# alu_md_control_flat

Fig. 1: alu_md_control_flat, close-up of the layout
Window x 176 to 216, y 176 to 216 um. Cells in grey, sequential cells in the stronger grey; small squares are vias.
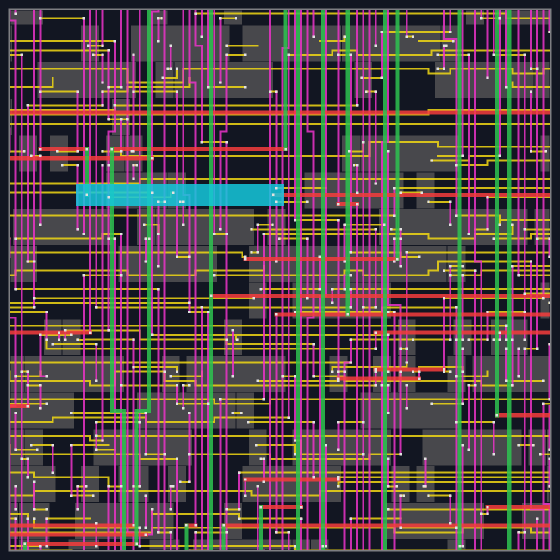

<file path="src/rtl/alu_ctrl_pkg.sv">
// ALU control package: ALU op codes, funct7 classes, MDU state encoding and the base decoder.
package alu_ctrl_pkg;

  localparam int unsigned XLEN_DEFAULT        = 32;
  localparam int unsigned MUL_LATENCY_DEFAULT = 2;

  typedef enum logic [3:0] {
    ALU_AND  = 4'b0000,
    ALU_OR   = 4'b0001,
    ALU_ADD  = 4'b0010,
    ALU_SUB  = 4'b0011,
    ALU_XOR  = 4'b0100,
    ALU_SLL  = 4'b0101,
    ALU_SRL  = 4'b0110,
    ALU_SRA  = 4'b0111,
    ALU_SLT  = 4'b1000,
    ALU_SLTU = 4'b1001,
    ALU_MDU  = 4'b1010,
    ALU_ERR  = 4'b1111
  } alu_op_e;

  localparam logic [6:0] FUNCT7_BASE = 7'b0000000;
  localparam logic [6:0] FUNCT7_ALT  = 7'b0100000;
  localparam logic [6:0] FUNCT7_MEXT = 7'b0000001;

  localparam logic [1:0] ALUOP_ADD   = 2'b00;
  localparam logic [1:0] ALUOP_SUB   = 2'b01;
  localparam logic [1:0] ALUOP_RTYPE = 2'b10;

  typedef enum logic [1:0] {
    MD_IDLE = 2'd0,
    MD_MUL  = 2'd1,
    MD_DIV  = 2'd2,
    MD_DONE = 2'd3
  } md_state_e;

  // ALUOp/funct3/funct7 to ALU op; any funct7 other than ALT/MEXT decodes as the base op.
  function automatic alu_op_e alu_decode(input logic [1:0] alu_op, input logic [2:0] funct3,
                                         input logic [6:0] funct7);
    alu_op_e op;
    logic    alt;
    alt = (funct7 == FUNCT7_ALT);
    op  = ALU_ERR;
    case (alu_op)
      ALUOP_ADD: op = ALU_ADD;
      ALUOP_SUB: op = ALU_SUB;
      ALUOP_RTYPE: begin
        if (funct7 == FUNCT7_MEXT) begin
          op = ALU_MDU;
        end else begin
          case (funct3)
            3'b000: op = alt ? ALU_SUB : ALU_ADD;
            3'b001: op = ALU_SLL;
            3'b010: op = ALU_SLT;
            3'b011: op = ALU_SLTU;
            3'b100: op = ALU_XOR;
            3'b101: op = alt ? ALU_SRA : ALU_SRL;
            3'b110: op = ALU_OR;
            3'b111: op = ALU_AND;
            default: op = ALU_ERR;
          endcase
        end
      end
      default: op = ALU_ERR;
    endcase
    return op;
  endfunction

endpackage

</file>
<file path="src/rtl/alu_md_control_if.sv">
// EX-stage bus between the pipeline (master) and the ALU/MDU control block (slave).
interface alu_md_control_if #(
  parameter int unsigned XLEN = 32
) ();
  logic            flush;
  logic            in_valid;
  logic [1:0]      ALUOp;
  logic [2:0]      funct3;
  logic [6:0]      funct7;
  logic [XLEN-1:0] op_a;
  logic [XLEN-1:0] op_b;
  logic [3:0]      alu_control;
  logic            stall;
  logic            md_done;
  logic [XLEN-1:0] md_result;

  modport master (
    output flush, in_valid, ALUOp, funct3, funct7, op_a, op_b,
    input  alu_control, stall, md_done, md_result
  );

  modport slave (
    input  flush, in_valid, ALUOp, funct3, funct7, op_a, op_b,
    output alu_control, stall, md_done, md_result
  );
endinterface

</file>
<file path="src/rtl/md_divider.sv">
// Iterative restoring unsigned divider, one quotient bit per cycle for XLEN cycles.
// o_done_c flags the final iteration; o_quo_c/o_rem_c are the post-step values in that cycle.
module md_divider #(
  parameter int unsigned XLEN = 32
) (
  input  logic            clk,
  input  logic            reset,
  input  logic            i_abort,
  input  logic            i_start,
  input  logic [XLEN-1:0] i_dividend,
  input  logic [XLEN-1:0] i_divisor,
  output logic            o_done_c,
  output logic [XLEN-1:0] o_quo_c,
  output logic [XLEN-1:0] o_rem_c
);
  localparam int unsigned CNT_W = $clog2(XLEN + 1);

  logic [XLEN-1:0]  r_quo;
  logic [XLEN-1:0]  r_rem;
  logic [XLEN-1:0]  r_dvs;
  logic [CNT_W-1:0] r_cnt;
  logic [XLEN:0]    w_shift;
  logic [XLEN:0]    w_trial;
  logic             w_fits;

  // One restoring step: shift in the next dividend bit, subtract if the divisor fits.
  always_comb begin
    w_shift  = {r_rem, r_quo[XLEN-1]};
    w_trial  = w_shift - {1'b0, r_dvs};
    w_fits   = ~w_trial[XLEN];
    o_rem_c  = w_fits ? w_trial[XLEN-1:0] : w_shift[XLEN-1:0];
    o_quo_c  = {r_quo[XLEN-2:0], w_fits};
    o_done_c = (r_cnt == CNT_W'(1));
  end

  // Iteration state; abort simply drops the remaining count.
  always_ff @(posedge clk) begin
    if (reset || i_abort) begin
      r_cnt <= '0;
      r_quo <= '0;
      r_rem <= '0;
      r_dvs <= '0;
    end else if (i_start) begin
      r_cnt <= CNT_W'(XLEN);
      r_quo <= i_dividend;
      r_rem <= '0;
      r_dvs <= i_divisor;
    end else if (r_cnt != '0) begin
      r_cnt <= r_cnt - CNT_W'(1);
      r_quo <= o_quo_c;
      r_rem <= o_rem_c;
    end
  end
endmodule

</file>
<file path="src/rtl/alu_md_control.sv">
// EX-stage ALU control with an RV32M multi-cycle multiply/divide unit.
// Optional: define DIV_EARLY_OUT_EN to finish divide-by-zero and signed overflow in one cycle.
module alu_md_control
  import alu_ctrl_pkg::*;
#(
  parameter int unsigned XLEN        = XLEN_DEFAULT,
  parameter int unsigned MUL_LATENCY = MUL_LATENCY_DEFAULT
) (
  input  logic                clk,
  input  logic                reset,
  alu_md_control_if.slave     bus
);
  localparam int unsigned CNT_W = (MUL_LATENCY > 1) ? $clog2(MUL_LATENCY) : 1;

  md_state_e        r_state, w_state_nxt;
  alu_op_e          w_alu_op;
  logic             w_md_start;
  logic             w_div_start;
  logic             w_div_last;
  logic             w_div_signed;
  logic [XLEN-1:0]  w_mag_a, w_mag_b;
  logic [XLEN-1:0]  w_quo, w_rem;
  logic             w_load_result;
  logic [XLEN-1:0]  w_result_nxt;
  logic [XLEN-1:0]  r_op_a, r_op_b;
  logic [1:0]       r_md_sel;
  logic [CNT_W-1:0] r_mul_cnt;
  logic [XLEN-1:0]  r_md_result;
  logic             r_md_done;

  // MUL/MULH/MULHSU/MULHU from a 2*XLEN product of sign/zero-extended operands.
  function automatic logic [XLEN-1:0] mul_result(input logic [1:0] sel, input logic [XLEN-1:0] a,
                                                 input logic [XLEN-1:0] b);
    logic [2*XLEN-1:0] ea, eb, prod;
    logic              sa, sb;
    sa   = (sel == 2'b01) || (sel == 2'b10);
    sb   = (sel == 2'b01);
    ea   = {{XLEN{sa & a[XLEN-1]}}, a};
    eb   = {{XLEN{sb & b[XLEN-1]}}, b};
    prod = ea * eb;
    return (sel == 2'b00) ? prod[XLEN-1:0] : prod[2*XLEN-1:XLEN];
  endfunction

  // Sign fix of magnitude quotient/remainder plus the divide-by-zero and overflow results.
  function automatic logic [XLEN-1:0] div_fixup(input logic [1:0] sel, input logic [XLEN-1:0] a,
                                                input logic [XLEN-1:0] b, input logic [XLEN-1:0] q,
                                                input logic [XLEN-1:0] r);
    logic            sgn, is_rem;
    logic [XLEN-1:0] min_v, res;
    sgn    = ~sel[0];
    is_rem = sel[1];
    min_v  = {1'b1, {(XLEN-1){1'b0}}};
    if (b == '0)                              res = is_rem ? a : '1;
    else if (sgn && (a == min_v) && (b == '1)) res = is_rem ? '0 : min_v;
    else if (is_rem)                          res = (sgn & a[XLEN-1]) ? -r : r;
    else                                      res = (sgn & (a[XLEN-1] ^ b[XLEN-1])) ? -q : q;
    return res;
  endfunction

  // Decode and start qualification.
  always_comb begin
    w_alu_op     = alu_decode(bus.ALUOp, bus.funct3, bus.funct7);
    w_md_start   = bus.in_valid & (w_alu_op == ALU_MDU) & (r_state == MD_IDLE) & ~bus.flush & ~reset;
    w_div_signed = ~bus.funct3[0];
    w_mag_a      = (w_div_signed & bus.op_a[XLEN-1]) ? -bus.op_a : bus.op_a;
    w_mag_b      = (w_div_signed & bus.op_b[XLEN-1]) ? -bus.op_b : bus.op_b;
  end

`ifdef DIV_EARLY_OUT_EN
  logic w_div_special;
  assign w_div_special = (bus.op_b == '0) |
                         (w_div_signed & (bus.op_a == {1'b1, {(XLEN-1){1'b0}}}) & (bus.op_b == '1));
`endif

  assign bus.alu_control = w_alu_op;
  assign bus.stall       = ~reset & (w_md_start | (r_state == MD_MUL) | (r_state == MD_DIV));
  assign bus.md_done     = r_md_done;
  assign bus.md_result   = r_md_result;

  md_divider #(.XLEN(XLEN)) u_div (
    .clk        (clk),
    .reset      (reset),
    .i_abort    (bus.flush),
    .i_start    (w_div_start),
    .i_dividend (w_mag_a),
    .i_divisor  (w_mag_b),
    .o_done_c   (w_div_last),
    .o_quo_c    (w_quo),
    .o_rem_c    (w_rem)
  );

  // MDU state register.
  always_ff @(posedge clk) begin
    if (reset) r_state <= MD_IDLE;
    else       r_state <= w_state_nxt;
  end

  // Next state, divider start and result load; reset/flush abort without a result.
  always_comb begin
    w_state_nxt   = r_state;
    w_div_start   = 1'b0;
    w_load_result = 1'b0;
    w_result_nxt  = r_md_result;
    case (r_state)
      MD_IDLE: begin
        if (w_md_start) begin
          if (!bus.funct3[2]) begin
            w_state_nxt = MD_MUL;
          end
`ifdef DIV_EARLY_OUT_EN
          else if (w_div_special) begin
            w_state_nxt   = MD_DONE;
            w_load_result = 1'b1;
            w_result_nxt  = div_fixup(bus.funct3[1:0], bus.op_a, bus.op_b, '0, '0);
          end
`endif
          else begin
            w_state_nxt = MD_DIV;
            w_div_start = 1'b1;
          end
        end
      end
      MD_MUL: begin
        if (r_mul_cnt == '0) begin
          w_state_nxt   = MD_DONE;
          w_load_result = 1'b1;
          w_result_nxt  = mul_result(r_md_sel, r_op_a, r_op_b);
        end
      end
      MD_DIV: begin
        if (w_div_last) begin
          w_state_nxt   = MD_DONE;
          w_load_result = 1'b1;
          w_result_nxt  = div_fixup(r_md_sel, r_op_a, r_op_b, w_quo, w_rem);
        end
      end
      MD_DONE: w_state_nxt = MD_IDLE;
      default: w_state_nxt = MD_IDLE;
    endcase
    if (reset || bus.flush) begin
      w_state_nxt   = MD_IDLE;
      w_div_start   = 1'b0;
      w_load_result = 1'b0;
    end
  end

  // Operand latch, multiply countdown and registered outputs.
  always_ff @(posedge clk) begin
    if (reset) begin
      r_op_a      <= '0;
      r_op_b      <= '0;
      r_md_sel    <= '0;
      r_mul_cnt   <= '0;
      r_md_result <= '0;
      r_md_done   <= 1'b0;
    end else begin
      r_md_done <= (w_state_nxt == MD_DONE);
      if (w_load_result) r_md_result <= w_result_nxt;
      if (w_md_start) begin
        r_op_a    <= bus.op_a;
        r_op_b    <= bus.op_b;
        r_md_sel  <= bus.funct3[1:0];
        r_mul_cnt <= CNT_W'(MUL_LATENCY - 1);
      end else if ((r_state == MD_MUL) && (r_mul_cnt != '0)) begin
        r_mul_cnt <= r_mul_cnt - CNT_W'(1);
      end
    end
  end
endmodule

</file>
<file path="src/flat_wrapper.sv">
// flat-port wrapper written by rule: the top's interface ports become plain ports
module alu_md_control_flat import alu_ctrl_pkg::*;
#(
  parameter int unsigned XLEN        = XLEN_DEFAULT,
  parameter int unsigned MUL_LATENCY = MUL_LATENCY_DEFAULT
)
  (clk, reset, bus_flush, bus_in_valid, bus_ALUOp, bus_funct3, bus_funct7, bus_op_a, bus_op_b, bus_alu_control, bus_stall, bus_md_done, bus_md_result);
  alu_md_control_if #(.XLEN(XLEN)) bus_i ();
  input  logic clk;
  input  logic reset;
  input wire logic [$bits(bus_i.flush)-1:0] bus_flush;
  input wire logic [$bits(bus_i.in_valid)-1:0] bus_in_valid;
  input wire logic [$bits(bus_i.ALUOp)-1:0] bus_ALUOp;
  input wire logic [$bits(bus_i.funct3)-1:0] bus_funct3;
  input wire logic [$bits(bus_i.funct7)-1:0] bus_funct7;
  input wire logic [$bits(bus_i.op_a)-1:0] bus_op_a;
  input wire logic [$bits(bus_i.op_b)-1:0] bus_op_b;
  output wire logic [$bits(bus_i.alu_control)-1:0] bus_alu_control;
  output wire logic [$bits(bus_i.stall)-1:0] bus_stall;
  output wire logic [$bits(bus_i.md_done)-1:0] bus_md_done;
  output wire logic [$bits(bus_i.md_result)-1:0] bus_md_result;
  assign bus_i.flush = bus_flush;
  assign bus_i.in_valid = bus_in_valid;
  assign bus_i.ALUOp = bus_ALUOp;
  assign bus_i.funct3 = bus_funct3;
  assign bus_i.funct7 = bus_funct7;
  assign bus_i.op_a = bus_op_a;
  assign bus_i.op_b = bus_op_b;
  assign bus_alu_control = bus_i.alu_control;
  assign bus_stall = bus_i.stall;
  assign bus_md_done = bus_i.md_done;
  assign bus_md_result = bus_i.md_result;
  alu_md_control #(.XLEN(XLEN), .MUL_LATENCY(MUL_LATENCY)) u_core (.clk(clk), .reset(reset), .bus(bus_i));
endmodule
</file>
<file path="config.mk">
export PLATFORM = sky130hd
export DESIGN_NAME = alu_md_control_flat
export DESIGN_NICKNAME = d
export VERILOG_FILES = /design/src/rtl/alu_ctrl_pkg.sv /design/src/rtl/alu_md_control_if.sv /design/src/rtl/md_divider.sv /design/src/rtl/alu_md_control.sv /design/src/flat_wrapper.sv
export SDC_FILE = /design/constraint.sdc
export NUM_CORES = 2
export LEC_CHECK = 0
export ABC_CLOCK_PERIOD_IN_PS = 19500
export CAP_MARGIN = 20
export CORE_MARGIN = 3
export CORE_UTILIZATION = 35
export CTS_CLUSTER_DIAMETER = 30
export CTS_CLUSTER_SIZE = 30
export DETAILED_ROUTE_END_ITERATION = 8
export GPL_TIMING_DRIVEN = 0
export PLACE_DENSITY_LB_ADDON = 0.08
export SYNTH_ARGS = -nofsm -noshare
export SYNTH_HDL_FRONTEND = slang
export SYNTH_SLANG_ARGS = --single-unit
</file>
<file path="constraint.sdc">
create_clock -name clk -period 19.5 [get_ports clk]
set_input_delay 1.95 -clock clk [delete_from_list [all_inputs] [get_ports clk]]
set_output_delay 1.95 -clock clk [all_outputs]
set_load 0.005 [all_outputs]
</file>
# wb_port_arbiter

===== src/rtl/wb_port_arbiter.sv =====
// Write-back port arbiter: merges the two M/WB lanes onto one register-file write port,
// deferring the younger lane by one cycle on distinct-destination pairs. Option: WB_DUAL_PORT_EN.
module wb_port_arbiter (
    input  logic        clock,
    input  logic        reset,
    input  logic        flush,
    input  logic        valid0,
    input  logic        valid1,
    input  logic [2:0]  wb0,
    input  logic [2:0]  wb1,
    input  logic [2:0]  dest0,
    input  logic [2:0]  dest1,
    input  logic [15:0] alu0,
    input  logic [15:0] alu1,
    input  logic [15:0] mem0,
    input  logic [15:0] mem1,
    input  logic [15:0] zpad0,
    input  logic [15:0] zpad1,
    input  logic [15:0] pc2_0,
    input  logic [15:0] pc2_1,
    output logic        rf_we,
    output logic [2:0]  rf_addr,
    output logic [15:0] rf_wdata,
`ifdef WB_DUAL_PORT_EN
    output logic        rf_we1,
    output logic [2:0]  rf_addr1,
    output logic [15:0] rf_wdata1,
`endif
    output logic        mwb_enable,
    output logic [15:0] stall_count
);

    typedef enum logic {
        IDLE = 1'b0,
        HOLD = 1'b1
    } state_t;

    state_t      state_q, state_d;
    logic [2:0]  hold_addr_q;
    logic [15:0] hold_data_q;
    logic [15:0] stall_cnt_q;

    logic        req0, req1, same_dest, defer;
    logic [15:0] data0, data1;

    function automatic logic [15:0] wb_mux(input logic [1:0]  sel,
                                           input logic [15:0] alu,
                                           input logic [15:0] mem,
                                           input logic [15:0] zpad,
                                           input logic [15:0] pc2);
        case (sel)
            2'b00:   wb_mux = alu;
            2'b01:   wb_mux = mem;
            2'b10:   wb_mux = zpad;
            default: wb_mux = pc2;
        endcase
    endfunction

    assign req0      = valid0 & wb0[2] & ~flush;
    assign req1      = valid1 & wb1[2] & ~flush;
    assign same_dest = (dest0 == dest1);
    assign data0     = wb_mux(wb0[1:0], alu0, mem0, zpad0, pc2_0);
    assign data1     = wb_mux(wb1[1:0], alu1, mem1, zpad1, pc2_1);

`ifdef WB_DUAL_PORT_EN
    // Both lanes retire in one cycle, so nothing is ever deferred.
    assign defer = 1'b0;
`else
    assign defer = req0 & req1 & ~same_dest;
`endif

    // NOTE: sequential state uses non-blocking assignments so every register samples
    // pre-edge values; the small hold/count registers are reset, unlike a storage array would be.
    always_ff @(posedge clock or negedge reset) begin
        if (!reset) begin
            state_q     <= IDLE;
            hold_addr_q <= 3'd0;
            hold_data_q <= 16'd0;
            stall_cnt_q <= 16'd0;
        end else begin
            state_q <= state_d;
            if (state_q == IDLE && defer) begin
                hold_addr_q <= dest1;
                hold_data_q <= data1;
                if (stall_cnt_q != 16'hFFFF)
                    stall_cnt_q <= stall_cnt_q + 16'd1;
            end
        end
    end

    // NOTE: every always_comb output gets a default first so no path infers a latch.
    always_comb begin
        state_d = state_q;
        case (state_q)
            IDLE:    if (defer) state_d = HOLD;
            HOLD:    state_d = IDLE;
            default: state_d = IDLE;
        endcase
    end

    always_comb begin
        rf_we      = 1'b0;
        rf_addr    = 3'd0;
        rf_wdata   = 16'd0;
`ifdef WB_DUAL_PORT_EN
        rf_we1     = 1'b0;
        rf_addr1   = 3'd0;
        rf_wdata1  = 16'd0;
`endif
        mwb_enable = 1'b1;
        // Outputs are forced quiet while reset is held, whatever the lanes present.
        if (reset) begin
            case (state_q)
                IDLE: begin
`ifdef WB_DUAL_PORT_EN
                    if (req1) begin
                        rf_we1    = 1'b1;
                        rf_addr1  = dest1;
                        rf_wdata1 = data1;
                    end
                    if (req0 && !(req1 && same_dest)) begin
                        rf_we    = 1'b1;
                        rf_addr  = dest0;
                        rf_wdata = data0;
                    end
`else
                    // Younger lane wins a same-register pair; otherwise lane 0 goes first.
                    if (req1 && (!req0 || same_dest)) begin
                        rf_we    = 1'b1;
                        rf_addr  = dest1;
                        rf_wdata = data1;
                    end else if (req0) begin
                        rf_we    = 1'b1;
                        rf_addr  = dest0;
                        rf_wdata = data0;
                    end
                    mwb_enable = ~defer;
`endif
                end
                HOLD: begin
                    if (!flush) begin
                        rf_we    = 1'b1;
                        rf_addr  = hold_addr_q;
                        rf_wdata = hold_data_q;
                    end
                end
                default: ;
            endcase
        end
    end

    assign stall_count = stall_cnt_q;

endmodule


===== config.mk =====
export PLATFORM = sky130hd
export DESIGN_NAME = wb_port_arbiter
export DESIGN_NICKNAME = d
export VERILOG_FILES = /design/src/rtl/wb_port_arbiter.sv
export SDC_FILE = /design/constraint.sdc
export NUM_CORES = 1
export LEC_CHECK = 0
export CORE_MARGIN = 4
export CORE_UTILIZATION = 35
export CTS_BUF_LIST = sky130_fd_sc_hd__clkbuf_4 sky130_fd_sc_hd__clkbuf_8
export CTS_CLUSTER_SIZE = 24
export DETAILED_ROUTE_END_ITERATION = 7
export GPL_TIMING_DRIVEN = 0
export PLACE_DENSITY = 0.77
export SYNTH_ARGS = -nofsm -noshare
export SYNTH_HDL_FRONTEND = slang
export SYNTH_SLANG_ARGS = --single-unit

===== constraint.sdc =====
create_clock -name clock -period 3.1 [get_ports clock]
set_input_delay 0.93 -clock clock [delete_from_list [all_inputs] [get_ports clock]]
set_output_delay 0.93 -clock clock [all_outputs]
set_load 0.1 [all_outputs]


## Gallery

Routed metal, one colour a layer.
shot_01.png
(4 px per um) Two of the layers only.
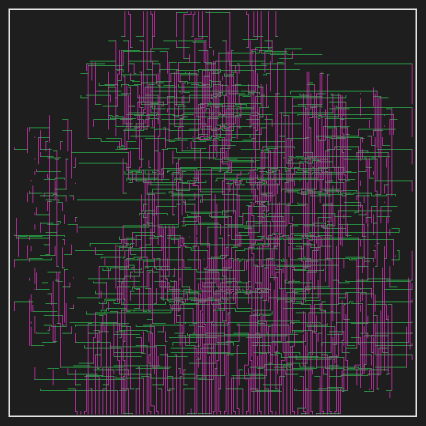
shot_02.png
(1 px per um) Two of the layers only.
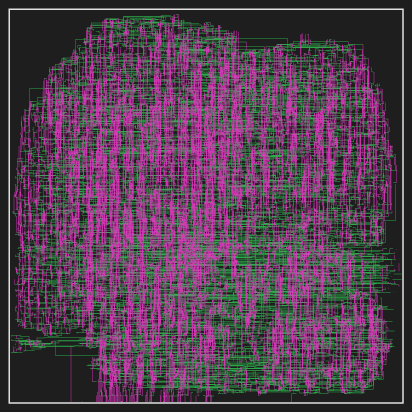
For wb_port_arbiter, see shot_01.png.
For alu_md_control_flat, see shot_02.png.
- largest die: shot_02.png
- most wire: shot_02.png

Fig. 2: alu_md_control_flat, placement view
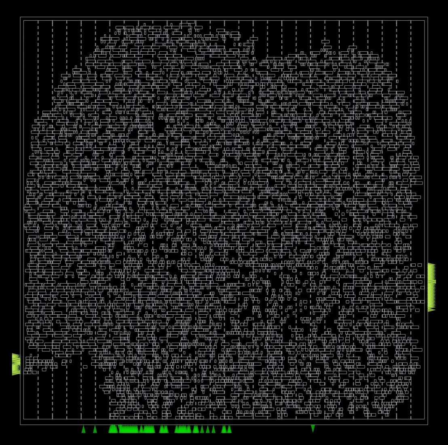
non-filler cells in the finished layout: 8450
Core Footprint: 0.148 mm2
number of sequential storage elements: 204
core occupancy in the finished layout: 0.389
flop share of the area: 0.0709

## Picture notes: Fig. 1
| colour | layer |
|---|---|
| red | met3 |
| cyan | met5 |
| magenta | met2 |
| green | met4 |
| yellow | met1 |
sequential cells in the window: 0
most frequent: fa_1 (27), inv_1 (23), nand2_1 (13)
cells with their middle in the window: 72

==> summary.txt, alu_md_control_flat <==
flow finished, numbers: weighted congestion reported at the end of routability-driven placement 1.00, Yosys warning count 0, sequential share of power 0.112, data required time at the worst endpoint 19.92 ns, number of detailed-route iterations in the first pass 9, cell total in the yosys stat output 6279, Register-to-Register Path Depth 34, Critical Path Sink u_core.bus.md_result[30]$_SDFFE_PP0P_, fraction of the cycle the final worst path needs 0.680, fraction of final layout cells with drive strength greater than 1 0.0256, quantity of gates resized following cts 0, number of cells in the design after placement 8350, first-pass GRT wire length 340 mm, register-to-register setup slack 6.24 ns, outcome completed, per-cell via count in the routed design 5.40, number of buffers inserted by hold repair at cts 0, terminating pin of the worst hold path u_core.u_div.r_dvs[25]$_SDFFE_PP0P_, top post-synthesis cells by count sky130_fd_sc_hd__inv_1 (1263), sky130_fd_sc_hd__nand2_1 (1137), sky130_fd_sc_hd__fa_1 (1126), sky130_fd_sc_hd__clkbuf_1 (374), sky130_fd_sc_hd__and2_1 (284)
[alu_md_control_flat: flip-flops by register name (all words and copies together), names as in the netlist]
name                  flops
u_core.u_div.r_dvs       32
u_core.u_div.r_quo       32
u_core.bus.md_result     32
u_core.r_md_sel           2
u_core.u_div.r_rem       32
u_core.u_div.r_cnt        6
u_core.bus.md_done        1
u_core.r_state            2
u_core.r_op_b            32
u_core.r_op_a            32
u_core.r_mul_cnt          1
[alu_md_control_flat: worst max-delay path: cells and delay by family (launching register included)]
kind                       cells  cell delay (ns)
AOI/OAI and AO/OA              4             1.52
xor gates and xnor gates       1             0.84
adders and majority gates     10             5.15
buffers and inverters         12             3.70
DFF                            1             0.30
and+or+nand+nor                7             1.57
[alu_md_control_flat: cell families after synthesis]
logic type      share of synthesized area
mux                               0.00424
fa+ha+maj                           0.493
xor+xnor                           0.0359
flops                              0.0782
buf+inv                             0.120
simple gates                        0.173
compound gates                     0.0955
[alu_md_control_flat: routing by layer]
layer / up-vias / track usage
li1: 19500 / -
met1: 23600 / 0.435
met2: 1996 / 0.469
met3: 430 / 0.0768
met4: 12 / 0.115
met5: - / 0.0159
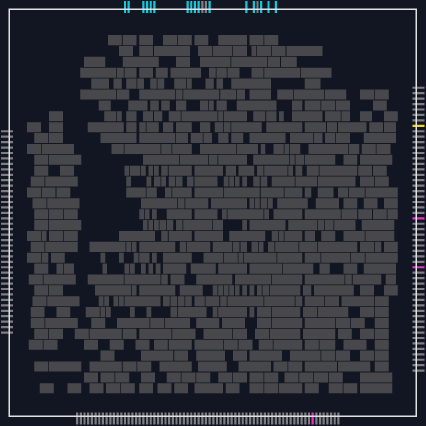
Fig. 3. Pin map (wb_port_arbiter).
(4 px per um) Pins as bars across the die edge, other pins in grey.
| colour | port | pins | direction | edge |
|---|---|---|---|---|
| cyan | `stall_count` | 16 | output | north |
| magenta | `dest1` | 3 | input | 2 east, 1 south |
| yellow | `valid0` | 1 | input | east |
count of buffers from port buffering: 177
Die Width: 101 um
die boundary height: 101 um

==> summary.txt, wb_port_arbiter <==
flow finished, numbers: final hold violations 0, antenna violations before repair 0, largest driver fanout on the critical path 4, comb pwr 918 uW, area figure in the yosys stat output 0.00305 mm2, outcome complete, but fails checks, violations in the final reports setup timing, final sum of negative setup slack -6.20 ns, combined area of the multi-input logic cells 0.00261 mm2, post-route worst setup slack -0.395 ns, cell type with the highest aggregate area in the netlist sky130_fd_sc_hd__dfrtp_1, category of the worst setup path capture point output port, total standard cell area after synthesis 0.00305 mm2, pre-CTS setup slack -2.19 ns, clk sink count 36, EDFF count, synth 0, quantity of gates resized following cts 295, maximum number of pins on one net before global-route repair 39, final setup vio count 19
wb_port_arbiter: per-layer routing:
layer | GRT usage | routed length (um) | up-vias | share of wire
li1 | - | - | 1558 | -
met1 | 0.281 | 4450 | 1702 | 0.35
met2 | 0.434 | 6610 | 176 | 0.52
met3 | 0.0441 | 1160 | 28 | 0.091
met4 | 0.115 | 439 | 0 | 0.035
met5 | 0 | 0 | - | 0
wb_port_arbiter: cell families after synthesis:
| family | after synthesis | share of synthesized area |
|---|---|---|
| simple gates | 110 | 0.182 |
| fa+ha+maj | 1 | 0.00410 |
| compound gates | 73 | 0.169 |
| xor+xnor | 17 | 0.0562 |
| mux | 33 | 0.241 |
| flops | 36 | 0.295 |
| buf+inv | 30 | 0.0525 |
wb_port_arbiter: sequential cells by signal, summed over array words and instances (netlist names):
| name | flops |
|---|---|
| hold_addr_q | 3 |
| hold_data_q | 16 |
| stall_count | 16 |
| state_q | 1 |
wb_port_arbiter: critical path, delay by kind of cell:
kind	cells	cell delay [ns]
xor+xnor	1	0.17
simple gates	1	0.56
buf+inv	4	0.57
compound gates	2	0.32


## Gallery

M2 wires.
panel A
(4 px per um)
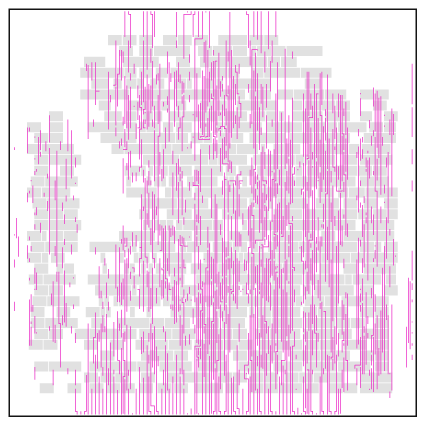
panel B
(1 px per um)
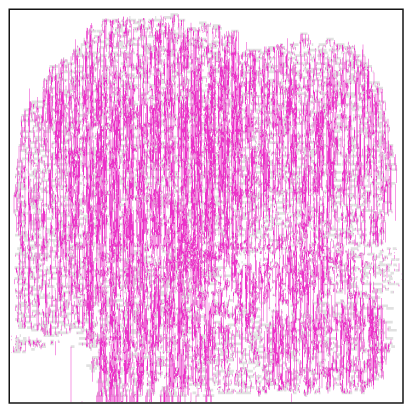
- largest die: panel B
wb_port_arbiter: panel A
alu_md_control_flat: panel B

Power is estimated from default activity; no workload was simulated.
